# ---- retry_queue_flat ----
retry_queue_flat/layer_met4.png
Supply wires on this layer in grey.
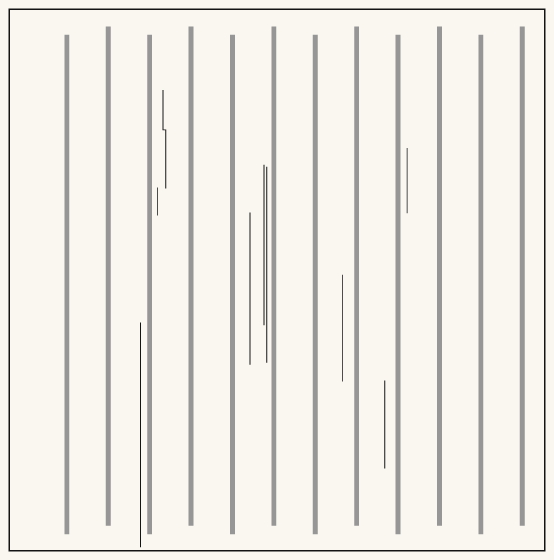

**config.mk**
```make
export PLATFORM = sky130hd
export DESIGN_NAME = retry_queue_flat
export DESIGN_NICKNAME = d
export VERILOG_FILES = /design/src/rtl/retry_queue_pkg.sv /design/src/rtl/retry_queue_if.sv /design/src/rtl/retry_fifo.sv /design/src/rtl/retry_queue.sv /design/src/flat_wrapper.sv
export SDC_FILE = /design/constraint.sdc
export NUM_CORES = 1
export LEC_CHECK = 0
export CORE_AREA = 5 5 170 172
export CTS_CLUSTER_SIZE = 12
export DETAILED_ROUTE_END_ITERATION = 6
export DIE_AREA = 0 0 175 177
export PLACE_DENSITY = 0.6
export SLEW_MARGIN = 20
export SYNTH_ARGS = -nofsm -noshare
export SYNTH_HDL_FRONTEND = slang
export SYNTH_HIERARCHICAL = 1
export SYNTH_SLANG_ARGS = --single-unit
```
**constraint.sdc**
```tcl
create_clock -name clk -period 3.6 [get_ports clk]
set_clock_uncertainty 0.05 [all_clocks]
set_input_delay 0.54 -clock clk [delete_from_list [all_inputs] [get_ports clk]]
set_output_delay 0.54 -clock clk [all_outputs]
set_load 0.05 [all_outputs]
```
**src/rtl/retry_queue_pkg.sv**
```systemverilog
// Shared retry-path types: packet layout, request encoding, priorities and FSM states.
package retry_queue_pkg;

    localparam int unsigned REQ_W  = 3;
    localparam int unsigned PRIO_W = 2;
    localparam int unsigned BK_W   = 4;
    localparam int unsigned ROW_W  = 14;

    // Request encoding; anything above REQ_WRITE is an AiM command.
    localparam logic [REQ_W-1:0] REQ_READ    = 3'd0;
    localparam logic [REQ_W-1:0] REQ_WRITE   = 3'd1;
    localparam logic [REQ_W-1:0] REQ_AIM_MAC = 3'd4;
    localparam logic [REQ_W-1:0] REQ_AIM_ACT = 3'd5;

    localparam logic [PRIO_W-1:0] PRIO_LO = 2'd0;
    localparam logic [PRIO_W-1:0] PRIO_HI = 2'd3;

    typedef struct packed {
        logic [REQ_W-1:0]  req_type;
        logic [PRIO_W-1:0] prio;
        logic [BK_W-1:0]   bk_addr;
        logic [ROW_W-1:0]  row_addr;
    } pkt_t;

    typedef enum logic [1:0] {
        S_IDLE  = 2'd0,
        S_ISSUE = 2'd1,
        S_WAIT  = 2'd2,
        S_GAP   = 2'd3
    } retry_state_t;

endpackage

```
**src/rtl/retry_queue_if.sv**
```systemverilog
// Handshake bundle between data handler, retry queue and entry buffer.
interface retry_queue_if;
    import retry_queue_pkg::*;

    pkt_t fail_pkt;
    logic fail_valid;
    logic fail_rdy;
    pkt_t intf_pkt;
    logic intf_pkt_retry;
    logic intf_pkt_ack;

    modport slave (
        input  fail_pkt, fail_valid, intf_pkt_ack,
        output fail_rdy, intf_pkt, intf_pkt_retry
    );

    modport master (
        output fail_pkt, fail_valid, intf_pkt_ack,
        input  fail_rdy, intf_pkt, intf_pkt_retry
    );
endinterface

```
**src/rtl/retry_fifo.sv**
```systemverilog
// In-order circular buffer of rejected packets with registered occupancy.
module retry_fifo
    import retry_queue_pkg::*;
#(
    parameter int unsigned DEPTH = 8
) (
    input  logic                       clk,
    input  logic                       rst,
    input  logic                       push,
    input  pkt_t                       push_pkt,
    input  logic                       pop,
    output pkt_t                       head,
    output logic [$clog2(DEPTH+1)-1:0] count,
    output logic                       full
);
    localparam int unsigned PTR_W = $clog2(DEPTH);
    localparam int unsigned CNT_W = $clog2(DEPTH+1);

    pkt_t             mem [DEPTH];
    logic [PTR_W-1:0] wr_ptr;
    logic [PTR_W-1:0] rd_ptr;

    // Storage write; contents need no reset since count gates the head.
    always_ff @(posedge clk) begin
        if (push) mem[wr_ptr] <= push_pkt;
    end

    // Pointers wrap naturally; simultaneous push and pop leave count unchanged.
    always_ff @(posedge clk or posedge rst) begin
        if (rst) begin
            wr_ptr <= '0;
            rd_ptr <= '0;
            count  <= '0;
        end else begin
            if (push) wr_ptr <= wr_ptr + PTR_W'(1);
            if (pop)  rd_ptr <= rd_ptr + PTR_W'(1);
            case ({push, pop})
                2'b10:   count <= count + CNT_W'(1);
                2'b01:   count <= count - CNT_W'(1);
                default: count <= count;
            endcase
        end
    end

    assign head = (count != '0) ? mem[rd_ptr] : '0;
    assign full = (count == CNT_W'(DEPTH));

endmodule

```
**src/rtl/retry_queue.sv**
```systemverilog
// Re-issues rejected packets to the entry buffer, waiting for ack with timeout and inter-retry gap.
module retry_queue
    import retry_queue_pkg::*;
#(
    parameter int unsigned DEPTH       = 8,
    parameter int unsigned GAP         = 2,
    parameter int unsigned ACK_TIMEOUT = 16
) (
    input  logic                       clk,
    input  logic                       rst,
    retry_queue_if.slave               bus,
    output logic [$clog2(DEPTH+1)-1:0] q_count,
    output logic [7:0]                 tout_cnt,
    output logic                       ovf_err,
    output logic                       proto_err
);
    localparam int unsigned WCNT_W = $clog2(ACK_TIMEOUT+1);
    localparam int unsigned GCNT_W = (GAP > 0) ? $clog2(GAP+1) : 1;

    retry_state_t      state, state_nxt;
    logic [WCNT_W-1:0] wait_cnt, wait_cnt_nxt;
    logic [GCNT_W-1:0] gap_cnt, gap_cnt_nxt;
    logic [7:0]        tout_cnt_nxt;
    logic              ovf_err_nxt;
    logic              proto_err_nxt;
    logic              full;
    logic              push_c;
    logic              pop_c;
    pkt_t              head_c;

    // Space is judged on the registered count only; a same-cycle pop does not help.
    assign bus.fail_rdy       = !rst && !full;
    assign push_c             = bus.fail_valid && bus.fail_rdy;
    assign bus.intf_pkt       = head_c;
    assign bus.intf_pkt_retry = (state == S_ISSUE);

    retry_fifo #(.DEPTH(DEPTH)) u_fifo (
        .clk      (clk),
        .rst      (rst),
        .push     (push_c),
        .push_pkt (bus.fail_pkt),
        .pop      (pop_c),
        .head     (head_c),
        .count    (q_count),
        .full     (full)
    );

    // State, timers and sticky flags.
    always_ff @(posedge clk or posedge rst) begin
        if (rst) begin
            state     <= S_IDLE;
            wait_cnt  <= '0;
            gap_cnt   <= '0;
            tout_cnt  <= '0;
            ovf_err   <= 1'b0;
            proto_err <= 1'b0;
        end else begin
            state     <= state_nxt;
            wait_cnt  <= wait_cnt_nxt;
            gap_cnt   <= gap_cnt_nxt;
            tout_cnt  <= tout_cnt_nxt;
            ovf_err   <= ovf_err_nxt;
            proto_err <= proto_err_nxt;
        end
    end

    // Next-state: issue head, wait for ack or time out, then hold off for GAP cycles.
    always_comb begin
        state_nxt     = state;
        wait_cnt_nxt  = wait_cnt;
        gap_cnt_nxt   = gap_cnt;
        tout_cnt_nxt  = tout_cnt;
        ovf_err_nxt   = ovf_err || (bus.fail_valid && !bus.fail_rdy);
        proto_err_nxt = proto_err;
        pop_c         = 1'b0;

        case (state)
            S_IDLE: begin
                if (bus.intf_pkt_ack) proto_err_nxt = 1'b1;
                if (q_count != '0) state_nxt = S_ISSUE;
            end
            S_ISSUE: begin
                if (bus.intf_pkt_ack) proto_err_nxt = 1'b1;
                wait_cnt_nxt = '0;
                state_nxt    = S_WAIT;
            end
            S_WAIT: begin
                if (bus.intf_pkt_ack) begin
                    pop_c = 1'b1;
                    if (GAP == 0) begin
                        state_nxt = S_IDLE;
                    end else begin
                        state_nxt   = S_GAP;
                        gap_cnt_nxt = GCNT_W'(GAP);
                    end
                end else if (wait_cnt == WCNT_W'(ACK_TIMEOUT - 1)) begin
                    state_nxt = S_ISSUE;
                    if (tout_cnt != 8'hFF) tout_cnt_nxt = tout_cnt + 8'd1;
                end else begin
                    wait_cnt_nxt = wait_cnt + WCNT_W'(1);
                end
            end
            S_GAP: begin
                if (bus.intf_pkt_ack) proto_err_nxt = 1'b1;
                if (gap_cnt <= GCNT_W'(1)) state_nxt = S_IDLE;
                else                       gap_cnt_nxt = gap_cnt - GCNT_W'(1);
            end
            default: state_nxt = S_IDLE;
        endcase
    end

endmodule

```
**src/flat_wrapper.sv**
```systemverilog
// flat-port wrapper written by rule: the top's interface ports become plain ports
module retry_queue_flat import retry_queue_pkg::*;
#(
    parameter int unsigned DEPTH       = 8,
    parameter int unsigned GAP         = 2,
    parameter int unsigned ACK_TIMEOUT = 16
)
  (clk, rst, q_count, tout_cnt, ovf_err, proto_err, bus_fail_pkt, bus_fail_valid, bus_intf_pkt_ack, bus_fail_rdy, bus_intf_pkt, bus_intf_pkt_retry);
  retry_queue_if bus_i ();
  input  logic clk;
  input  logic rst;
  output logic [$clog2(DEPTH+1)-1:0] q_count;
  output logic [7:0] tout_cnt;
  output logic ovf_err;
  output logic proto_err;
  input wire logic [$bits(bus_i.fail_pkt)-1:0] bus_fail_pkt;
  input wire logic [$bits(bus_i.fail_valid)-1:0] bus_fail_valid;
  input wire logic [$bits(bus_i.intf_pkt_ack)-1:0] bus_intf_pkt_ack;
  output wire logic [$bits(bus_i.fail_rdy)-1:0] bus_fail_rdy;
  output wire logic [$bits(bus_i.intf_pkt)-1:0] bus_intf_pkt;
  output wire logic [$bits(bus_i.intf_pkt_retry)-1:0] bus_intf_pkt_retry;
  assign bus_i.fail_pkt = bus_fail_pkt;
  assign bus_i.fail_valid = bus_fail_valid;
  assign bus_i.intf_pkt_ack = bus_intf_pkt_ack;
  assign bus_fail_rdy = bus_i.fail_rdy;
  assign bus_intf_pkt = bus_i.intf_pkt;
  assign bus_intf_pkt_retry = bus_i.intf_pkt_retry;
  retry_queue #(.DEPTH(DEPTH), .GAP(GAP), .ACK_TIMEOUT(ACK_TIMEOUT)) u_core (.clk(clk), .rst(rst), .bus(bus_i), .q_count(q_count), .tout_cnt(tout_cnt), .ovf_err(ovf_err), .proto_err(proto_err));
endmodule
```
# ---- alu_mul_seq ----
**config.mk**
```make
export PLATFORM = sky130hd
export DESIGN_NAME = alu_mul_seq
export DESIGN_NICKNAME = d
export VERILOG_FILES = /design/src/rtl/alu_mul_seq.sv
export SDC_FILE = /design/constraint.sdc
export NUM_CORES = 1
export LEC_CHECK = 0
export ABC_AREA = 0
export CAP_MARGIN = 20
export CORE_MARGIN = 3
export CORE_UTILIZATION = 25
export CTS_CLUSTER_SIZE = 10
export DETAILED_ROUTE_END_ITERATION = 12
export PLACE_DENSITY_LB_ADDON = 0.08
export SLEW_MARGIN = 20
export SYNTH_ARGS = -nofsm -noshare
export SYNTH_HDL_FRONTEND = slang
export SYNTH_SLANG_ARGS = --single-unit
```
**constraint.sdc**
```tcl
create_clock -name clk -period 1.8 [get_ports clk]
set_input_delay 0.36 -clock clk [delete_from_list [all_inputs] [get_ports clk]]
set_output_delay 0.36 -clock clk [all_outputs]
set_load 0.005 [all_outputs]
```
**src/rtl/alu_mul_seq.sv**
```systemverilog
// alu_mul_seq: iterative 64x64 -> 128 unsigned shift-and-add multiplier.
// Borrows an external combinational ALU for the add step. One add-or-pass
// iteration per cycle, 64 iterations per product.
//
// Handshakes: a transfer happens on a rising edge where valid && ready are
// both high. The producer holds valid (and its data) until that edge. Ready
// depends only on state, never on valid. Here start_ready is high exactly in
// IDLE and res_valid is high exactly in DONE.
module alu_mul_seq #(
   parameter int WIDTH = 64
) (
   input  logic             clk,
   input  logic             reset_n,
   input  logic             start_valid,
   output logic             start_ready,
   input  logic [WIDTH-1:0] opA,
   input  logic [WIDTH-1:0] opB,
   output logic             res_valid,
   input  logic             res_ready,
   output logic [WIDTH-1:0] prodHi,
   output logic [WIDTH-1:0] prodLo,
   output logic             busy,
   output logic [WIDTH-1:0] alu_A,
   output logic [WIDTH-1:0] alu_B,
   output logic             alu_cIn,
   output logic [2:0]       alu_ctrl,
   input  logic [WIDTH-1:0] aluOut,
   input  logic             alu_cOut,
   output logic [1:0]       dbg_state
);

   localparam int CNT_W = $clog2(WIDTH);
   localparam logic [CNT_W-1:0] LAST_ITER = CNT_W'(WIDTH - 1);

   localparam logic [2:0] OP_PASS_B = 3'b000;
   localparam logic [2:0] OP_ADD    = 3'b010;

   typedef enum logic [1:0] {
      S_IDLE = 2'd0,
      S_RUN  = 2'd1,
      S_DONE = 2'd2
   } state_t;

   state_t state;
   state_t state_nxt;

   logic [WIDTH-1:0] mcand;
   logic [WIDTH-1:0] acc;
   logic [WIDTH-1:0] mq;
   logic [CNT_W-1:0] cnt;

   logic accept;
   logic carry;

   assign accept = (state == S_IDLE) && start_valid;
   // The carry only matters on an add step. A pass step must shift in 0.
   assign carry  = mq[0] & alu_cOut;

   // State register
   always_ff @(posedge clk) begin
      if (!reset_n) begin
         state <= S_IDLE;
      end else begin
         state <= state_nxt;
      end
   end

   // Next-state logic. start_valid is ignored outside IDLE.
   always_comb begin
      state_nxt = state;
      case (state)
         S_IDLE: if (accept)            state_nxt = S_RUN;
         S_RUN:  if (cnt == LAST_ITER)  state_nxt = S_DONE;
         S_DONE: if (res_ready)         state_nxt = S_IDLE;
         default:                       state_nxt = S_IDLE;
      endcase
   end

   // Output decode. The ALU drive comes only from registers, so there is
   // no combinational path from aluOut back into alu_*.
   always_comb begin
      start_ready = 1'b0;
      res_valid   = 1'b0;
      busy        = 1'b0;
      alu_A       = '0;
      alu_B       = '0;
      alu_ctrl    = OP_PASS_B;
      case (state)
         S_IDLE: start_ready = 1'b1;
         S_RUN: begin
            busy     = 1'b1;
            alu_A    = mcand;
            alu_B    = acc;
            alu_ctrl = mq[0] ? OP_ADD : OP_PASS_B;
         end
         S_DONE: begin
            busy      = 1'b1;
            res_valid = 1'b1;
         end
         default: ;
      endcase
   end

   assign alu_cIn   = 1'b0;
   assign prodHi    = acc;
   assign prodLo    = mq;
   assign dbg_state = state;

   // Datapath: load on accept, then shift {carry, aluOut, mq} right by one
   // bit each RUN cycle. After the last iteration, mq holds the low half.
   always_ff @(posedge clk) begin
      if (!reset_n) begin
         mcand <= '0;
         acc   <= '0;
         mq    <= '0;
         cnt   <= '0;
      end else begin
         case (state)
            S_IDLE: begin
               if (accept) begin
                  mcand <= opA;
                  mq    <= opB;
                  acc   <= '0;
                  cnt   <= '0;
               end
            end
            S_RUN: begin
               acc <= {carry, aluOut[WIDTH-1:1]};
               mq  <= {aluOut[0], mq[WIDTH-1:1]};
               cnt <= cnt + 1'b1;
            end
            default: ;
         endcase
      end
   end

endmodule

```
# ---- cia_sdr ----
**src/rtl/cia_sdr.sv**
```systemverilog
// CIA serial data register and shifter: timer-A-clocked output shifting, CNT-clocked input.
// The input shifter is built only when CIA_SDR_RX_EN is defined; the default build is output-only.
module cia_sdr (
  input  logic       clk,
  input  logic       res,
  input  logic       phi2_dn,
  input  logic       sdr_w,
  input  logic [7:0] data,
  input  logic       spmode,
  input  logic       ta_int,
  input  logic       cnt_in,
  input  logic       sp_in,
  output logic [7:0] regs,
  output logic       sp_out,
  output logic       sp_oe,
  output logic       cnt_out,
  output logic       cnt_oe,
  output logic       sp_int
);

  logic [7:0] r_sdr;
  logic [7:0] r_shift;
  logic       r_pending;
  logic       r_busy;
  logic [4:0] r_halfcnt;
  logic       r_spmode_prev;
  logic       r_cnt_out;
  logic       r_sp_out;
  logic       r_sp_int;
  logic       w_mode_chg;

`ifdef CIA_SDR_RX_EN
  logic [2:0] r_bitcnt;
  logic       r_cnt_prev;
  logic       w_cnt_rise;
  logic       w_rx_done;
  logic [7:0] w_rx_byte;

  assign w_cnt_rise = ~r_cnt_prev & cnt_in;
  assign w_rx_done  = w_cnt_rise & (r_bitcnt == 3'd7);
  assign w_rx_byte  = {r_shift[6:0], sp_in};
`else
  logic w_unused_rx;

  assign w_unused_rx = cnt_in ^ sp_in;
`endif

  assign w_mode_chg = (spmode != r_spmode_prev);

  assign regs    = r_sdr;
  assign sp_out  = r_sp_out;
  assign sp_oe   = spmode;
  assign cnt_out = r_cnt_out;
  assign cnt_oe  = spmode;
  assign sp_int  = r_sp_int;

  always_ff @(posedge clk or posedge res) begin
    if (res) begin
      r_sdr         <= 8'h00;
      r_shift       <= 8'h00;
      r_pending     <= 1'b0;
      r_busy        <= 1'b0;
      r_halfcnt     <= 5'd0;
      r_spmode_prev <= 1'b0;
      r_cnt_out     <= 1'b1;
      r_sp_out      <= 1'b1;
      r_sp_int      <= 1'b0;
`ifdef CIA_SDR_RX_EN
      r_bitcnt      <= 3'd0;
      r_cnt_prev    <= 1'b1;
`endif
    end else if (phi2_dn) begin
      r_sp_int      <= 1'b0;
      r_spmode_prev <= spmode;
`ifdef CIA_SDR_RX_EN
      r_cnt_prev    <= cnt_in;
`endif
      if (w_mode_chg) begin
        // Direction change kills any transfer in flight; sdr and SP level survive.
        r_busy    <= 1'b0;
        r_pending <= 1'b0;
        r_halfcnt <= 5'd0;
        r_cnt_out <= 1'b1;
`ifdef CIA_SDR_RX_EN
        r_bitcnt  <= 3'd0;
`endif
        if (sdr_w) begin
          r_sdr <= data;
        end
      end else if (spmode) begin
        if (!r_busy && r_pending) begin
          // Idle load takes a whole PHI2 cycle, so a coincident underflow is dropped.
          r_shift   <= r_sdr;
          r_pending <= 1'b0;
          r_busy    <= 1'b1;
          r_halfcnt <= 5'd0;
        end else if (r_busy && ta_int) begin
          r_halfcnt <= r_halfcnt + 5'd1;
          r_cnt_out <= ~r_cnt_out;
          if (r_cnt_out) begin
            r_sp_out <= r_shift[7];
            r_shift  <= {r_shift[6:0], 1'b0};
          end else if (r_halfcnt == 5'd15) begin
            r_sp_int <= 1'b1;
            r_busy   <= 1'b0;
          end
        end
        // A write in the same cycle as a load or completion leaves pending set for the next load.
        if (sdr_w) begin
          r_sdr     <= data;
          r_pending <= 1'b1;
        end
      end else begin
`ifdef CIA_SDR_RX_EN
        if (w_cnt_rise) begin
          r_shift  <= w_rx_byte;
          r_bitcnt <= r_bitcnt + 3'd1;
        end
        if (w_rx_done) begin
          r_sdr    <= w_rx_byte;
          r_sp_int <= 1'b1;
        end else if (sdr_w) begin
          r_sdr <= data;
        end
`else
        if (sdr_w) begin
          r_sdr <= data;
        end
`endif
      end
    end
  end

endmodule

```
**config.mk**
```make
export PLATFORM = sky130hd
export DESIGN_NAME = cia_sdr
export DESIGN_NICKNAME = d
export VERILOG_FILES = /design/src/rtl/cia_sdr.sv
export SDC_FILE = /design/constraint.sdc
export NUM_CORES = 1
export LEC_CHECK = 0
export ABC_CLOCK_PERIOD_IN_PS = 3800
export CAP_MARGIN = 15
export CORE_UTILIZATION = 52
export DETAILED_ROUTE_END_ITERATION = 7
export PLACE_DENSITY = 0.82
export SETUP_SLACK_MARGIN = 0.15
export SLEW_MARGIN = 10
export SYNTH_ARGS = -nofsm -noshare
export SYNTH_HDL_FRONTEND = slang
export SYNTH_SLANG_ARGS = --single-unit
```
**constraint.sdc**
```tcl
create_clock -name clk -period 3.8 [get_ports clk]
set_input_delay 0.95 -clock clk [delete_from_list [all_inputs] [get_ports clk]]
set_output_delay 0.95 -clock clk [all_outputs]
set_load 0.05 [all_outputs]
```

==> gallery <==
Met2 routing.
picture 1
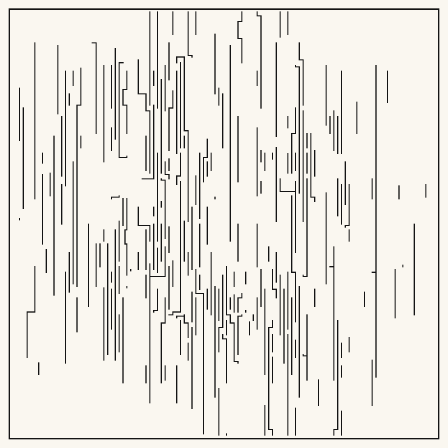
picture 2
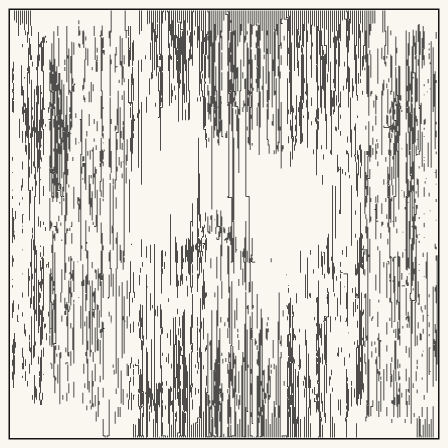
picture 3
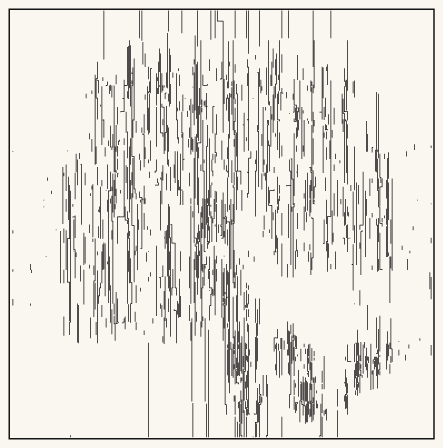
| from | picture |
|---|---|
| cia_sdr | picture 1 |
| alu_mul_seq | picture 2 |
| retry_queue_flat | picture 3 |

alu_mul_seq/layer_met3.png
Bar = 50 um. Cells faint in the background.
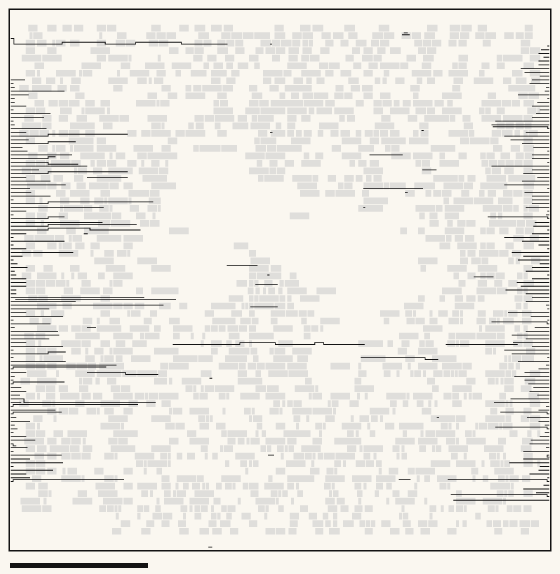
The wires run mostly horizontal. The layer carries 2770 um of wire. 240 nets have wire on it. The longest straight run is 58.0 um.
total vias in the final route: 9012
Post-Route WL: 39500 um
global routing usage on met3: 0.0607

==> metrics.csv, alu_mul_seq <==
metric,value,unit
status,"complete, but fails checks",
logic share of the area,0.299,
final hold violation count,0,
Cells on Worst Hold Path,2,
leading power group,combinational logic,
Metal-1 WL,16200,um
DR top layer,met5,
worst clock skew,0.0114,ns
Critical R2R Capture,prodHi[38],
antenna violations before repair,2,
Ys Warns,0,
failing checks,setup timing,
Placed Instance Area,14300,um^2
# Cells Yosys,984,
final setup violation count,266,
first-pass GRT wire length,55200,um
post-layout util,0.469,
"Adder Share, Synth",0.00557,
number of diodes,1,
Crit Path Class,reg -> reg,
die area,38300,um^2
Root Buffer Master,clkbuf_16,
post-layout net count,1683,
final setup margin,-0.385,ns
placed cell count,1846,
Syn Area/Cell,9.14,um^2
minimum clock period,2.18,ns
Buf/Inv on CP,9,
MI comb cells,688,
Hold WC Path Type,in -> reg,
clock buffers,19,
worst path cell trace,"inv_2, ha_4, buf_6, buf_12, buf_12, buf_16, buf_8, buf_6, mux2i_4, buf_12, clkbuf_16, a32oi_1, nor2b_1",
Comb pwr share,0.518,
leading area contributor after synthesis,dfxtp_1,
Power Clock,3860,uW
sequential power share,0.291,
routed len/inst,20.3,um
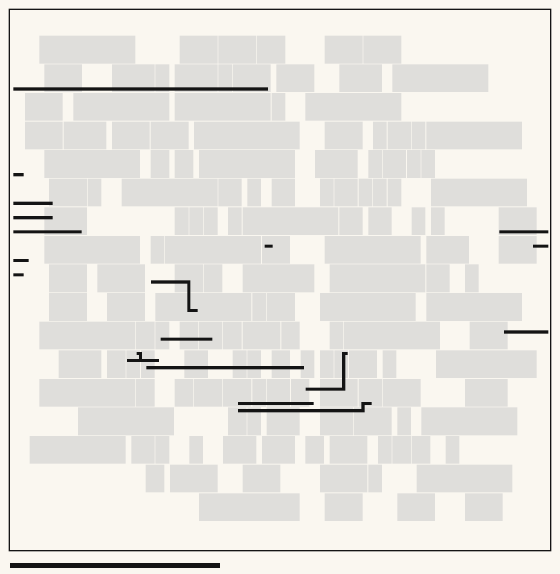
cia_sdr/layer_met3.png
Bar = 20 um. Cells faint in the background.
The layer holds 4.3% of the routed length. The wires run mostly horizontal. The longest straight run is 23.9 um. 17 nets have wire on it.
global routing usage on met3: 0.0387
Post-Route WL: 2500 um
total vias in the final route: 979

cia_sdr/clocks.png
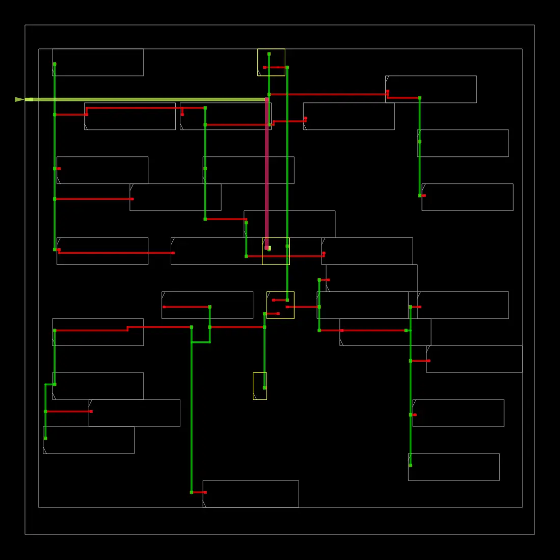
CTS sink cnt: 27
Worst-Skew Late Latency: 0.32 ns
Num CTS Buffers: 3

==> metrics.csv, cia_sdr <==
metric,value,unit
status,finished clean,
final setup violation count,0,
Syn Area/Cell,10.2,um^2
# Taps,28,
RSZ-0062 raised after global routing,false,
Crit path depth,2,
Net Sw Power,322,uW
GR Util met1,0.257,
Mapped Area,1270,um^2
NonClk Buf Share,0.181,
final setup margin,0.539,ns
CTS max path bufs,2,
Cell area leaders,"dfrtp_1 (49%), mux2_2 (8.0%), nand2_1 (6.5%), dfstp_2 (4.1%), o21ai_0 (3.9%)",
GR peak layer,met2,
DR top layer,met4,
simple share,0.179,
fillcell total,189,
retry_queue_flat/layer_met1.png
Bar = 50 um. Supply wires on this layer in grey.
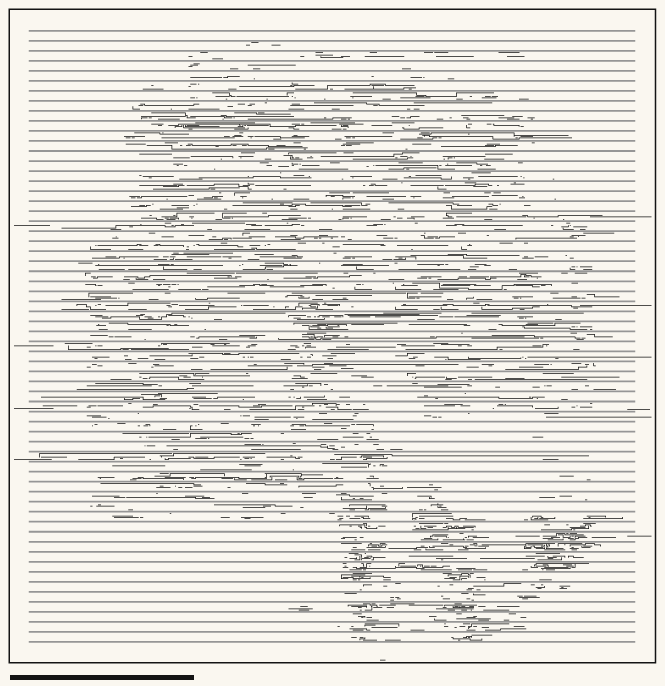
The layer carries 7220 um of wire. The layer holds 42% of the routed length. The wires run mostly horizontal. The longest straight run is 53.4 um. 520 nets have wire on it.

## Picture notes: retry_queue_flat/layer_met4.png
The longest straight run is 73.4 um. The layer holds 2.1% of the routed length. 6 nets have wire on it. The wires run mostly vertical. The layer carries 365 um of wire.
Post-Route WL: 17300 um
total vias in the final route: 4276

==> metrics.csv, retry_queue_flat <==
metric,value,unit
Area growth syn-to-layout,21.4,%
logic share of the area,0.208,
Hold WC Path Type,in -> async,
GR Util met1,0.137,
Logic area,2160,um^2
via/cell ratio,4.85,
NonClk Buf Share,0.0831,
"non-filler cells, final",882,
die area,31000,um^2
most frequent logic cell in the layout,edfxtp_1,
CTS sink cnt,213,
Arrival @ worst endpoint,2.78,ns
Post-synth EDFFs,184,
highest clock rate,0.297,GHz
Cell Pwr Density,821,nW/um^2
R2R setup slack,0.81,ns
CTS tree,yes,
minimum clock period,3.37,ns
Synth top cells by count,"edfxtp_1 (184), mux4_2 (38), dfrtp_1 (29)",
sequential cell area share,0.602,
FP Util,0.313,
vias in the first global route,4769,
Final period util,0.936,
maxcap violations,0,
R2R depth,9,
Max IR drop VDD,0.346,mV
Crit path required time,3.01,ns
Placed Instance Area,9750,um^2
largest net degree at the start of global routing,35,
Critical Path Sink,bus_intf_pkt[3],
clock network power share,0.237,
final hold violation count,0,
simple share,0.0393,
final setup violation count,0,
fillcell total,2488,
final total power,8530,uW
H-tree depth,1,
Non-clk invs,11,
Log Warnings,28,
Metal-1 WL,7220,um
Synth top cell by count,edfxtp_1,
Ys Warns,6,
Reg with most FFs,u_core/u_fifo/mem,
setup tns final,0,ns
CTS max path bufs,3,
Top Layout Cells,"edfxtp_1 (184), clkdlybuf4s50_1 (65), mux4_2 (38)",
Mapped Area,8560,um^2
clk tree area frac,0.0616,
crit path max-delay cell type,clkdlybuf4s50_1,
number of diodes,0,
status,finished clean,
main logic family after synthesis,multiplexers,

# ---- dlx_hazard_ctrl ----
--- config.mk ---
export PLATFORM = sky130hd
export DESIGN_NAME = dlx_hazard_ctrl
export DESIGN_NICKNAME = d
export VERILOG_FILES = /design/src/rtl/dlx_pkg.sv /design/src/rtl/dlx_reg_decode.sv /design/src/rtl/dlx_hazard_ctrl.sv
export SDC_FILE = /design/constraint.sdc
export NUM_CORES = 1
export LEC_CHECK = 0
export CAP_MARGIN = 10
export CORE_MARGIN = 1
export CORE_UTILIZATION = 48
export DETAILED_ROUTE_END_ITERATION = 10
export GPL_TIMING_DRIVEN = 0
export PLACE_DENSITY_LB_ADDON = 0.1
export SYNTH_ARGS = -nofsm -noshare
export SYNTH_HDL_FRONTEND = slang
export SYNTH_SLANG_ARGS = --single-unit
--- constraint.sdc ---
create_clock -name Clk -period 2.2 [get_ports Clk]
set_input_delay 0.22 -clock Clk [delete_from_list [all_inputs] [get_ports Clk]]
set_output_delay 0.22 -clock Clk [all_outputs]
set_load 0.03 [all_outputs]
--- src/rtl/dlx_pkg.sv ---
// Shared DLX definitions: opcodes, instruction field positions, hazard FSM
// state encoding and the in-flight scoreboard entry type.
package dlx_pkg;

    localparam logic [5:0] OP_RTYPE = 6'h00;
    localparam logic [5:0] OP_J     = 6'h02;
    localparam logic [5:0] OP_JAL   = 6'h03;
    localparam logic [5:0] OP_BEQZ  = 6'h04;
    localparam logic [5:0] OP_BNEZ  = 6'h05;
    localparam logic [5:0] OP_NOP   = 6'h15;
    localparam logic [5:0] OP_LW    = 6'h23;
    localparam logic [5:0] OP_SW    = 6'h2B;

    localparam int OPC_MSB = 31;
    localparam int OPC_LSB = 26;
    localparam int RS1_MSB = 25;
    localparam int RS1_LSB = 21;
    localparam int RS2_MSB = 20;
    localparam int RS2_LSB = 16;
    localparam int RD_MSB  = 15;
    localparam int RD_LSB  = 11;

    localparam logic [4:0] REG_ZERO = 5'd0;
    localparam logic [4:0] REG_LINK = 5'd31;

    typedef logic [1:0] hz_state_t;
    localparam hz_state_t ST_RUN   = 2'd0;
    localparam hz_state_t ST_HAZ   = 2'd1;
    localparam hz_state_t ST_MWAIT = 2'd2;

    typedef struct packed {
        logic       valid;
        logic [4:0] dest;
        logic       is_mem;
    } sb_entry_t;

    localparam sb_entry_t SB_EMPTY = 7'd0;

    // True when a scoreboard entry will write the given source register.
    function automatic logic sb_match(input sb_entry_t entry, input logic [4:0] src);
        return entry.valid && (entry.dest == src);
    endfunction

endpackage

--- src/rtl/dlx_reg_decode.sv ---
// Register-usage decode of the instruction in ID: which registers are read,
// which one is written, and whether it is a data-memory access.
import dlx_pkg::*;

module dlx_reg_decode (
    input  logic [31:0] i_ir,
    output logic [4:0]  o_src1,
    output logic        o_src1_vld,
    output logic [4:0]  o_src2,
    output logic        o_src2_vld,
    output logic [4:0]  o_dest,
    output logic        o_dest_vld,
    output logic        o_is_mem
);

    logic [5:0] w_opcode;
    logic       w_unused_bits;

    assign w_opcode      = i_ir[OPC_MSB:OPC_LSB];
    assign o_src1        = i_ir[RS1_MSB:RS1_LSB];
    assign o_src2        = i_ir[RS2_MSB:RS2_LSB];
    assign w_unused_bits = ^i_ir[RD_LSB-1:0];

    // Unlisted opcodes are treated as I-type (one source, dest in [20:16]).
    always_comb begin
        o_src1_vld = 1'b0;
        o_src2_vld = 1'b0;
        o_dest     = REG_ZERO;
        o_dest_vld = 1'b0;
        o_is_mem   = 1'b0;
        case (w_opcode)
            OP_RTYPE: begin
                o_src1_vld = 1'b1;
                o_src2_vld = 1'b1;
                o_dest     = i_ir[RD_MSB:RD_LSB];
                o_dest_vld = 1'b1;
            end
            OP_SW: begin
                o_src1_vld = 1'b1;
                o_src2_vld = 1'b1;
                o_is_mem   = 1'b1;
            end
            OP_BEQZ, OP_BNEZ: begin
                o_src1_vld = 1'b1;
            end
            OP_J, OP_NOP: begin
                o_is_mem = 1'b0;
            end
            OP_JAL: begin
                o_dest     = REG_LINK;
                o_dest_vld = 1'b1;
            end
            OP_LW: begin
                o_src1_vld = 1'b1;
                o_dest     = i_ir[RS2_MSB:RS2_LSB];
                o_dest_vld = 1'b1;
                o_is_mem   = 1'b1;
            end
            default: begin
                o_src1_vld = 1'b1;
                o_dest     = i_ir[RS2_MSB:RS2_LSB];
                o_dest_vld = 1'b1;
            end
        endcase
    end

endmodule

--- src/rtl/dlx_hazard_ctrl.sv ---
// DLX pipeline hazard control: RAW stalls against EX/MEM, branch flush and
// data-memory wait, with a saturating stall-cycle counter.
import dlx_pkg::*;

module dlx_hazard_ctrl (
    input  logic        Clk,
    input  logic        Rst,
    input  logic [31:0] IR_IN,
    input  logic        BRANCH_TAKEN,
    input  logic        MEM_READY,
    output logic        PC_LATCH_EN,
    output logic        IR_LATCH_EN,
    output logic        PIPE_EN,
    output logic        BUBBLE,
    output logic        FLUSH,
    output logic [15:0] STALL_COUNT
);

    logic [4:0] w_src1;
    logic       w_src1_vld;
    logic [4:0] w_src2;
    logic       w_src2_vld;
    logic [4:0] w_dest;
    logic       w_dest_vld;
    logic       w_is_mem;
    logic       w_src1_haz;
    logic       w_src2_haz;
    logic       w_raw;
    logic       w_mwait;
    logic       w_flush;
    hz_state_t  w_state;
    sb_entry_t  w_sb_next_ex;
    sb_entry_t  r_sb_ex;
    sb_entry_t  r_sb_mem;
    logic [15:0] r_stall_cnt;

    dlx_reg_decode u_decode (
        .i_ir       (IR_IN),
        .o_src1     (w_src1),
        .o_src1_vld (w_src1_vld),
        .o_src2     (w_src2),
        .o_src2_vld (w_src2_vld),
        .o_dest     (w_dest),
        .o_dest_vld (w_dest_vld),
        .o_is_mem   (w_is_mem)
    );

    // WB is deliberately absent: the register file writes in the first half-cycle.
    assign w_src1_haz = w_src1_vld && (w_src1 != REG_ZERO) &&
                        (sb_match(r_sb_ex, w_src1) || sb_match(r_sb_mem, w_src1));
    assign w_src2_haz = w_src2_vld && (w_src2 != REG_ZERO) &&
                        (sb_match(r_sb_ex, w_src2) || sb_match(r_sb_mem, w_src2));
    assign w_raw      = w_src1_haz || w_src2_haz;
    assign w_mwait    = r_sb_mem.is_mem && !MEM_READY;

    // Current control mode: memory wait beats branch flush beats RAW stall.
    always_comb begin
        if (w_mwait) begin
            w_state = ST_MWAIT;
        end else if (w_raw && !BRANCH_TAKEN) begin
            w_state = ST_HAZ;
        end else begin
            w_state = ST_RUN;
        end
    end

    assign w_flush = BRANCH_TAKEN && (w_state == ST_RUN);

    // Latch enables and bubble/flush controls; everything low while in reset.
    always_comb begin
        PC_LATCH_EN = 1'b0;
        IR_LATCH_EN = 1'b0;
        PIPE_EN     = 1'b0;
        BUBBLE      = 1'b0;
        FLUSH       = 1'b0;
        if (!Rst) begin
            PIPE_EN = 1'b0;
        end else begin
            case (w_state)
                ST_RUN: begin
                    PC_LATCH_EN = 1'b1;
                    IR_LATCH_EN = 1'b1;
                    PIPE_EN     = 1'b1;
                    BUBBLE      = w_flush;
                    FLUSH       = w_flush;
                end
                ST_HAZ: begin
                    PIPE_EN = 1'b1;
                    BUBBLE  = 1'b1;
                end
                ST_MWAIT: begin
                    PIPE_EN = 1'b0;
                end
                default: begin
                    PIPE_EN = 1'b0;
                end
            endcase
        end
    end

    // Entry entering EX; a write to r0 is recorded as no write at all.
    always_comb begin
        w_sb_next_ex = SB_EMPTY;
        if ((w_state == ST_RUN) && !w_flush) begin
            w_sb_next_ex.valid  = w_dest_vld && (w_dest != REG_ZERO);
            w_sb_next_ex.dest   = w_dest;
            w_sb_next_ex.is_mem = w_is_mem;
        end else begin
            w_sb_next_ex = SB_EMPTY;
        end
    end

    // Scoreboard shifts EX->MEM whenever the pipeline advances.
    always_ff @(posedge Clk or negedge Rst) begin
        if (!Rst) begin
            r_sb_ex  <= SB_EMPTY;
            r_sb_mem <= SB_EMPTY;
        end else if (PIPE_EN) begin
            r_sb_mem <= r_sb_ex;
            r_sb_ex  <= w_sb_next_ex;
        end else begin
            r_sb_mem <= r_sb_mem;
            r_sb_ex  <= r_sb_ex;
        end
    end

    // Saturating count of cycles in which the PC did not advance.
    always_ff @(posedge Clk or negedge Rst) begin
        if (!Rst) begin
            r_stall_cnt <= 16'd0;
        end else if (((w_state == ST_HAZ) || (w_state == ST_MWAIT)) &&
                     (r_stall_cnt != 16'hFFFF)) begin
            r_stall_cnt <= r_stall_cnt + 16'd1;
        end else begin
            r_stall_cnt <= r_stall_cnt;
        end
    end

    assign STALL_COUNT = r_stall_cnt;

endmodule
# ---- rectify_clip_flat ----
===== config.mk =====
export PLATFORM = sky130hd
export DESIGN_NAME = rectify_clip_flat
export DESIGN_NICKNAME = d
export VERILOG_FILES = /design/src/rtl/rectify_clip_if.sv /design/src/rtl/rectify_clip.sv /design/src/flat_wrapper.sv
export SDC_FILE = /design/constraint.sdc
export NUM_CORES = 1
export LEC_CHECK = 0
export ABC_AREA = 1
export CORE_MARGIN = 8
export CORE_UTILIZATION = 45
export DETAILED_ROUTE_END_ITERATION = 10
export PLACE_DENSITY = 0.75
export RECOVER_POWER = 25
export SKIP_CTS_REPAIR_TIMING = 1
export SLEW_MARGIN = 20
export SYNTH_ARGS = -nofsm -noshare
export SYNTH_HDL_FRONTEND = slang
export SYNTH_SLANG_ARGS = --single-unit

===== constraint.sdc =====
create_clock -name clk -period 1.6 [get_ports clk]
set_input_delay 0.16 -clock clk [delete_from_list [all_inputs] [get_ports clk]]
set_output_delay 0.16 -clock clk [all_outputs]
set_load 0.02 [all_outputs]

===== src/rtl/rectify_clip_if.sv =====
// rtl/rectify_clip_if.sv - step-control and memory-port bundle for rectify_clip
//
// Signals (directions given for the master modport, which the rectifier uses):
//   run          in   step-start level from the step sequencer
//   done         out  one-cycle step-complete pulse
//   src_rd_en    out  source gradient memory read strobe
//   src_rd_addr  out  source read address
//   src_rd_data  in   signed gradient, valid one cycle after src_rd_en
//   dst_wr_en    out  destination pixel memory write strobe
//   dst_wr_addr  out  destination write address
//   dst_wr_data  out  rectified, clipped pixel
//   sat_cnt      out  clipped-pixel count (only with RECTIFY_CLIP_SAT_CNT_EN)
// The slave modport is the mirror image, for the sequencer/memory side.
// Optional feature macro: RECTIFY_CLIP_SAT_CNT_EN
interface rectify_clip_if #(
    parameter int ADDR_W = 12,
    parameter int GRD_W  = 12,
    parameter int PIX_W  = 8
);
    logic                     run;
    logic                     done;
    logic                     src_rd_en;
    logic        [ADDR_W-1:0] src_rd_addr;
    logic signed [GRD_W-1:0]  src_rd_data;
    logic                     dst_wr_en;
    logic        [ADDR_W-1:0] dst_wr_addr;
    logic        [PIX_W-1:0]  dst_wr_data;
`ifdef RECTIFY_CLIP_SAT_CNT_EN
    logic        [ADDR_W:0]   sat_cnt;

    modport master (
        input  run, src_rd_data,
        output done, src_rd_en, src_rd_addr, dst_wr_en, dst_wr_addr, dst_wr_data, sat_cnt
    );
    modport slave (
        output run, src_rd_data,
        input  done, src_rd_en, src_rd_addr, dst_wr_en, dst_wr_addr, dst_wr_data, sat_cnt
    );
`else
    modport master (
        input  run, src_rd_data,
        output done, src_rd_en, src_rd_addr, dst_wr_en, dst_wr_addr, dst_wr_data
    );
    modport slave (
        output run, src_rd_data,
        input  done, src_rd_en, src_rd_addr, dst_wr_en, dst_wr_addr, dst_wr_data
    );
`endif
endinterface


===== src/rtl/rectify_clip.sv =====
// rtl/rectify_clip.sv - streams a gradient image through |x| and clips it to pixel range
//
// Reads IMG_W*IMG_H signed gradients from the source memory, writes
// min(|g|, 2^PIX_W-1) to the same address of the destination memory, and
// reports completion to the step sequencer with a one-cycle done pulse.
// Ports:
//   clk  - clock, all logic on posedge
//   rst  - synchronous active-high reset
//   bus  - rectify_clip_if.master (run/done handshake, source read port,
//          destination write port, optional sat_cnt)
// Optional feature macro: RECTIFY_CLIP_SAT_CNT_EN (adds the clipped-pixel counter)
module rectify_clip #(
    parameter int IMG_W  = 64,
    parameter int IMG_H  = 64,
    parameter int GRD_W  = 12,
    parameter int PIX_W  = 8,
    // a 1x1 image would give a zero-width address, so floor it at one bit
    parameter int ADDR_W = (IMG_W * IMG_H > 1) ? $clog2(IMG_W * IMG_H) : 1
) (
    input  logic           clk,
    input  logic           rst,
    rectify_clip_if.master bus
);
    localparam int N  = IMG_W * IMG_H;
    localparam logic [ADDR_W-1:0] LAST = ADDR_W'(N - 1);
    // comparison width wide enough for both |g| (GRD_W+1 bits) and the pixel max
    localparam int CW = (GRD_W >= PIX_W) ? GRD_W + 1 : PIX_W + 1;
    localparam logic [CW-1:0] PIX_MAX = {{(CW - PIX_W){1'b0}}, {PIX_W{1'b1}}};

    localparam logic [2:0] S_IDLE     = 3'd0;
    localparam logic [2:0] S_READ     = 3'd1;
    localparam logic [2:0] S_DRAIN    = 3'd2;
    localparam logic [2:0] S_DONE     = 3'd3;
    localparam logic [2:0] S_WAIT_LOW = 3'd4;

    logic [2:0]        r_state;
    logic [ADDR_W-1:0] r_cnt;
    logic              r_drain;
    logic              r_rd_vld;
    logic [ADDR_W-1:0] r_rd_addr;
    logic              r_wr_en;
    logic [ADDR_W-1:0] r_wr_addr;
    logic [PIX_W-1:0]  r_wr_data;

    logic              w_rd_en;
    logic              w_start;
    logic              w_abort;
    logic [GRD_W:0]    w_ext;
    logic [GRD_W:0]    w_mag;
    logic [CW-1:0]     w_mag_c;
    logic              w_sat;
    logic [PIX_W-1:0]  w_pix;

    assign w_rd_en = (r_state == S_READ);
    assign w_start = (r_state == S_IDLE) && bus.run;
    // dropping run mid-step kills the step and everything still in the pipe
    assign w_abort = ((r_state == S_READ) || (r_state == S_DRAIN)) && !bus.run;

    // one extra bit so |-2^(GRD_W-1)| is representable before clipping
    assign w_ext   = {bus.src_rd_data[GRD_W-1], bus.src_rd_data};
    assign w_mag   = w_ext[GRD_W] ? (~w_ext + {{GRD_W{1'b0}}, 1'b1}) : w_ext;
    assign w_mag_c = CW'(w_mag);
    assign w_sat   = (w_mag_c > PIX_MAX);
    assign w_pix   = w_sat ? {PIX_W{1'b1}} : w_mag_c[PIX_W-1:0];

    always_ff @(posedge clk) begin
        if (rst) begin
            r_state   <= S_IDLE;
            r_cnt     <= '0;
            r_drain   <= 1'b0;
            r_rd_vld  <= 1'b0;
            r_rd_addr <= '0;
            r_wr_en   <= 1'b0;
            r_wr_addr <= '0;
            r_wr_data <= '0;
        end else begin
            case (r_state)
                S_IDLE: begin
                    if (bus.run) begin
                        r_state <= S_READ;
                        r_cnt   <= '0;
                    end
                end
                S_READ: begin
                    if (!bus.run) begin
                        r_state <= S_IDLE;
                    end else if (r_cnt == LAST) begin
                        r_state <= S_DRAIN;
                        r_drain <= 1'b0;
                    end else begin
                        r_cnt <= r_cnt + ADDR_W'(1);
                    end
                end
                S_DRAIN: begin
                    // two cycles: lets the last read land and then be written
                    if (!bus.run) begin
                        r_state <= S_IDLE;
                    end else if (r_drain) begin
                        r_state <= S_DONE;
                    end else begin
                        r_drain <= 1'b1;
                    end
                end
                S_DONE:     r_state <= S_WAIT_LOW;
                // a held run must not retrigger the step
                S_WAIT_LOW: if (!bus.run) r_state <= S_IDLE;
                default:    r_state <= S_IDLE;
            endcase

            // stage 1 tracks the read whose data arrives this cycle,
            // stage 2 holds the registered pixel being written
            r_rd_vld  <= w_rd_en && !w_abort;
            r_rd_addr <= r_cnt;
            r_wr_en   <= r_rd_vld && !w_abort;
            if (r_rd_vld) begin
                r_wr_addr <= r_rd_addr;
                r_wr_data <= w_pix;
            end
        end
    end

    assign bus.done        = (r_state == S_DONE);
    assign bus.src_rd_en   = w_rd_en;
    assign bus.src_rd_addr = r_cnt;
    assign bus.dst_wr_en   = r_wr_en;
    assign bus.dst_wr_addr = r_wr_addr;
    assign bus.dst_wr_data = r_wr_data;

`ifdef RECTIFY_CLIP_SAT_CNT_EN
    logic            r_wr_sat;
    logic [ADDR_W:0] r_sat_cnt;

    always_ff @(posedge clk) begin
        if (rst) begin
            r_wr_sat  <= 1'b0;
            r_sat_cnt <= '0;
        end else begin
            if (r_rd_vld) r_wr_sat <= w_sat;
            // count a clipped pixel only when its write actually goes out
            if (w_start) begin
                r_sat_cnt <= '0;
            end else if (r_wr_en && r_wr_sat) begin
                r_sat_cnt <= r_sat_cnt + (ADDR_W + 1)'(1);
            end
        end
    end

    assign bus.sat_cnt = r_sat_cnt;
`endif
endmodule


===== src/flat_wrapper.sv =====
// flat-port wrapper written by rule: the top's interface ports become plain ports
module rectify_clip_flat 
#(
    parameter int IMG_W  = 64,
    parameter int IMG_H  = 64,
    parameter int GRD_W  = 12,
    parameter int PIX_W  = 8,
                                                                          
    parameter int ADDR_W = (IMG_W * IMG_H > 1) ? $clog2(IMG_W * IMG_H) : 1
)
  (clk, rst, bus_run, bus_src_rd_data, bus_done, bus_src_rd_en, bus_src_rd_addr, bus_dst_wr_en, bus_dst_wr_addr, bus_dst_wr_data);
  rectify_clip_if #(.ADDR_W(ADDR_W), .GRD_W(GRD_W), .PIX_W(PIX_W)) bus_i ();
  input  logic clk;
  input  logic rst;
  input wire logic [$bits(bus_i.run)-1:0] bus_run;
  input wire logic [$bits(bus_i.src_rd_data)-1:0] bus_src_rd_data;
  output wire logic [$bits(bus_i.done)-1:0] bus_done;
  output wire logic [$bits(bus_i.src_rd_en)-1:0] bus_src_rd_en;
  output wire logic [$bits(bus_i.src_rd_addr)-1:0] bus_src_rd_addr;
  output wire logic [$bits(bus_i.dst_wr_en)-1:0] bus_dst_wr_en;
  output wire logic [$bits(bus_i.dst_wr_addr)-1:0] bus_dst_wr_addr;
  output wire logic [$bits(bus_i.dst_wr_data)-1:0] bus_dst_wr_data;
  assign bus_i.run = bus_run;
  assign bus_i.src_rd_data = bus_src_rd_data;
  assign bus_done = bus_i.done;
  assign bus_src_rd_en = bus_i.src_rd_en;
  assign bus_src_rd_addr = bus_i.src_rd_addr;
  assign bus_dst_wr_en = bus_i.dst_wr_en;
  assign bus_dst_wr_addr = bus_i.dst_wr_addr;
  assign bus_dst_wr_data = bus_i.dst_wr_data;
  rectify_clip #(.IMG_W(IMG_W), .IMG_H(IMG_H), .GRD_W(GRD_W), .PIX_W(PIX_W), .ADDR_W(ADDR_W)) u_core (.clk(clk), .rst(rst), .bus(bus_i));
endmodule


==> layout pictures side by side <==
Clock wiring as the flow saved it.
Plate I
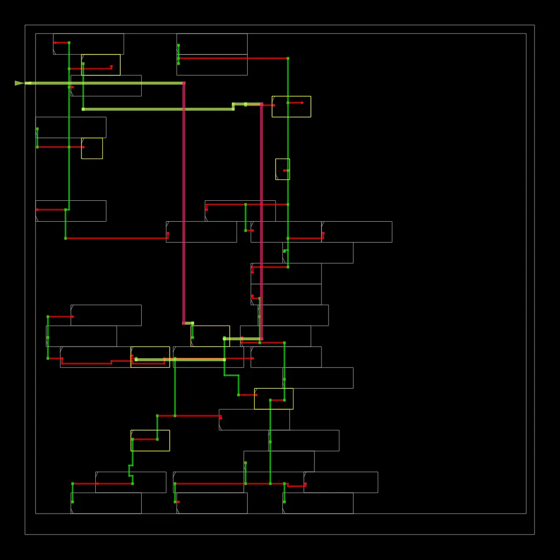
Plate II
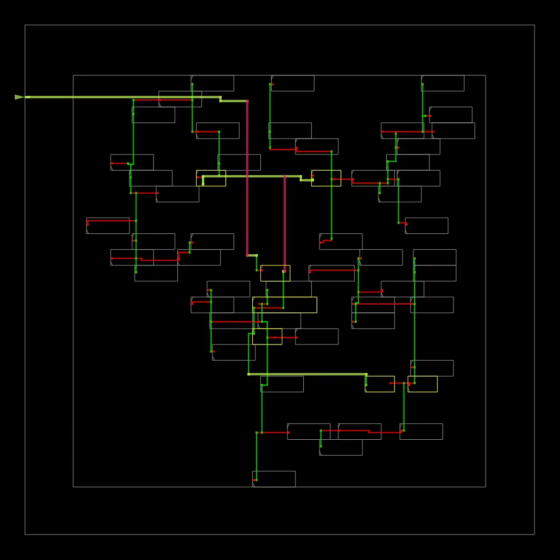
- Plate II = rectify_clip_flat
- Plate I = dlx_hazard_ctrl
Of these, most sequential cells: Plate II

rectify_clip_flat/layer_met1.png
Bar = 20 um. Supply wires on this layer in grey.
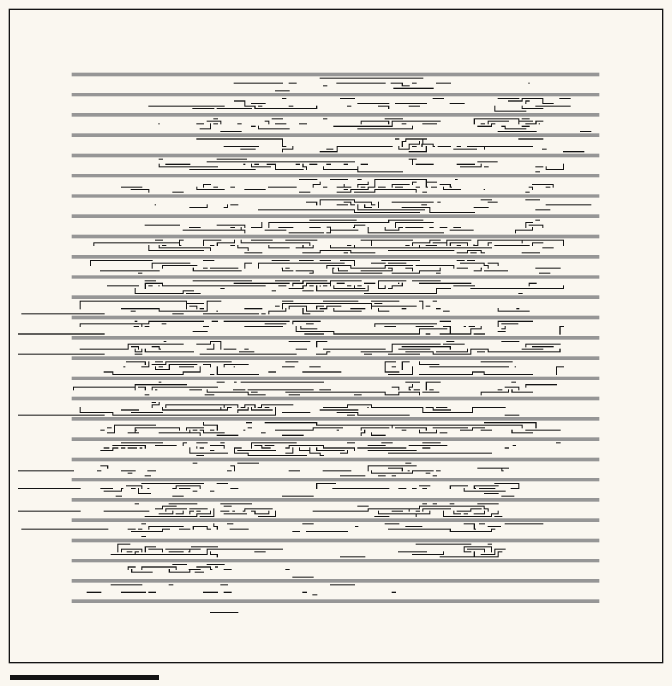
The longest straight run is 27.6 um. The layer carries 2490 um of wire.

==> metrics.csv, rectify_clip_flat <==
metric,value,unit
row cnt,26,
leading power group,registers,
post-layout util,0.646,
clock network power share,0.340,
DP Worst Slack,-0.124,ns
Syn Area/Cell,6.73,um^2
Final period util,0.963,
Arrival @ worst endpoint,1.38,ns
P_comb,399,uW
ys flops,50,
met2 wire length,2930,um
Repair and plain buffers,78,
simple share,0.352,
worst hold start,u_core.bus.src_rd_addr[7],
Synth top cell by count,nor2_1,
yosys aoi share,0.0734,
status,finished clean,
relative slew slack,0.656,
dlx_hazard_ctrl/layer_met3.png
Bar = 20 um. Cells faint in the background.
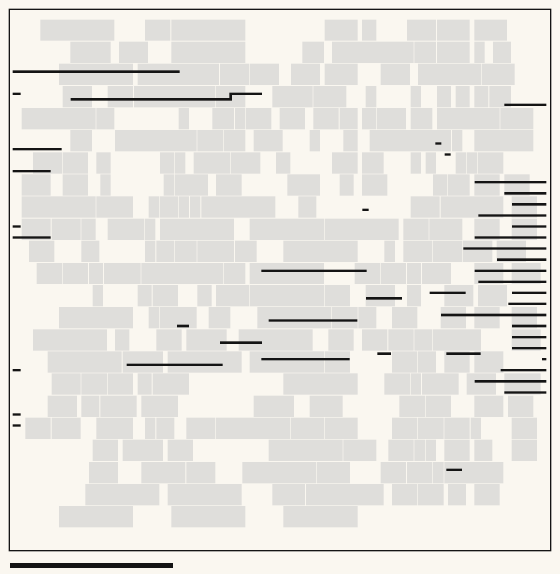
The layer carries 256 um of wire. The longest straight run is 20.2 um. 39 nets have wire on it. The wires run mostly horizontal.

==> metrics.csv, dlx_hazard_ctrl <==
metric,value,unit
Overall Global Routing Usage,0.257,
met2 usage in global routing,0.464,
Net Sw Power,487,uW
cts hold-fix bufs,3,
GR peak layer,met2,
CP max FO,3,
status,"complete, but fails checks",
share of layout cells above drive strength 1,0.267,
final setup violation count,2,
RR Startpoint,r_sb_mem[2],
Max Slew Vio Count,0,
Critical R2R Capture,STALL_COUNT[1],
CTS sink cnt,30,
DRT iter0 DRCs,57,
Synth top cell by count,dfrtp_1,
largest net degree at the start of global routing,12,
Crit Path Class,reg -> out,
Ports,57,
FP Util,0.498,
Crit. Startpoint,r_sb_mem[2],
final total power,1540,uW
failing checks,setup timing,
final setup margin,-0.0264,ns
CTS max path bufs,2,
Cell Pwr Density,550,nW/um^2
placed cell count,281,
Ys Warns,0,
sequential cell area share,0.268,


==> layout pictures side by side <==
The metal 1 layer.
panel A
Bar = 50 um. Supply wires on this layer in grey.
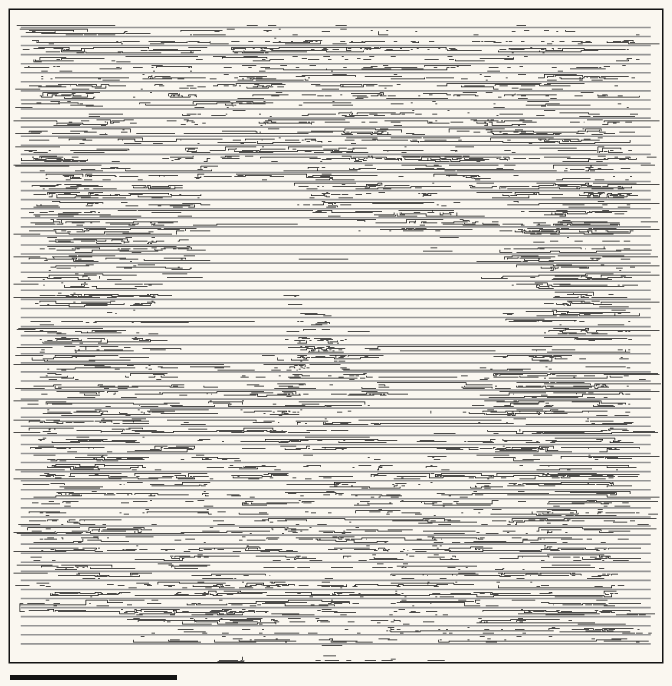
panel B
Bar = 20 um. Supply wires on this layer in grey.
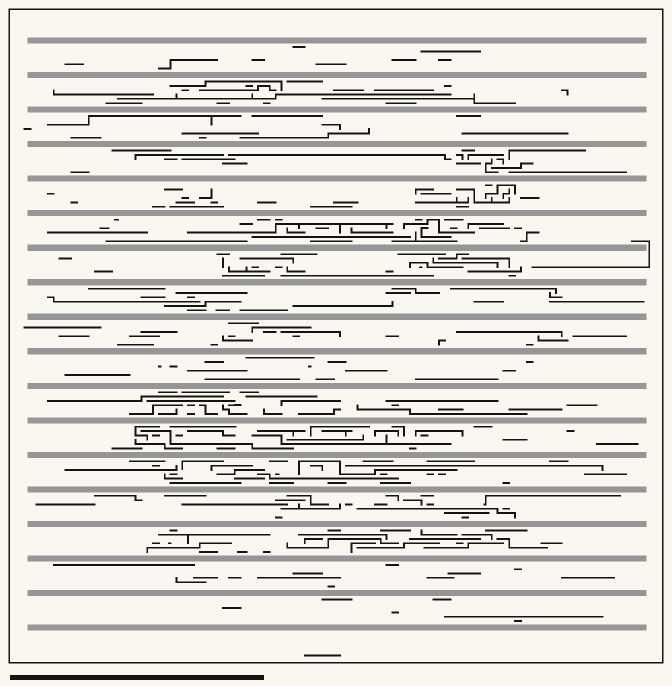
panel C
Bar = 20 um. Supply wires on this layer in grey.
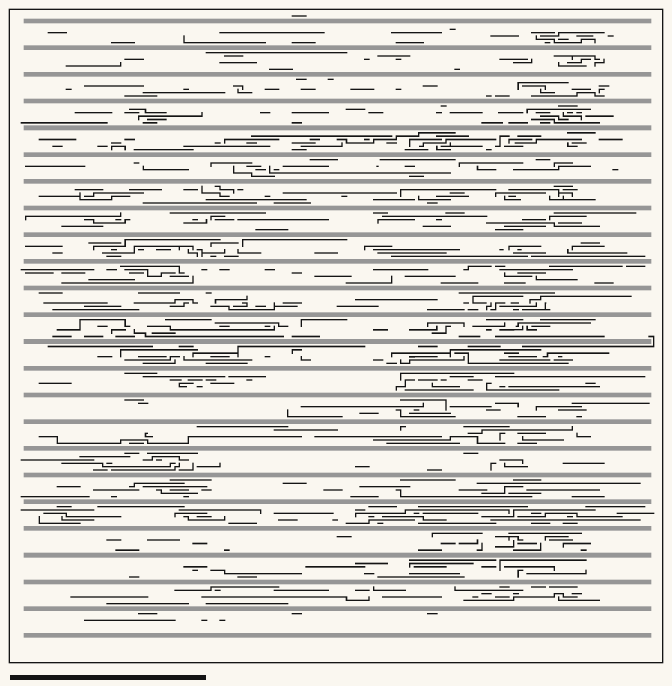
Panel A comes from alu_mul_seq.
Panel B comes from cia_sdr.
Panel C comes from dlx_hazard_ctrl.
The one with the smallest die is panel B.
The one with the largest die is panel A.

Key to panel C:
234 nets have wire on it. The wires run mostly horizontal. The layer holds 41% of the routed length.

No activity file was given, so power comes from the tool's default toggle rates.
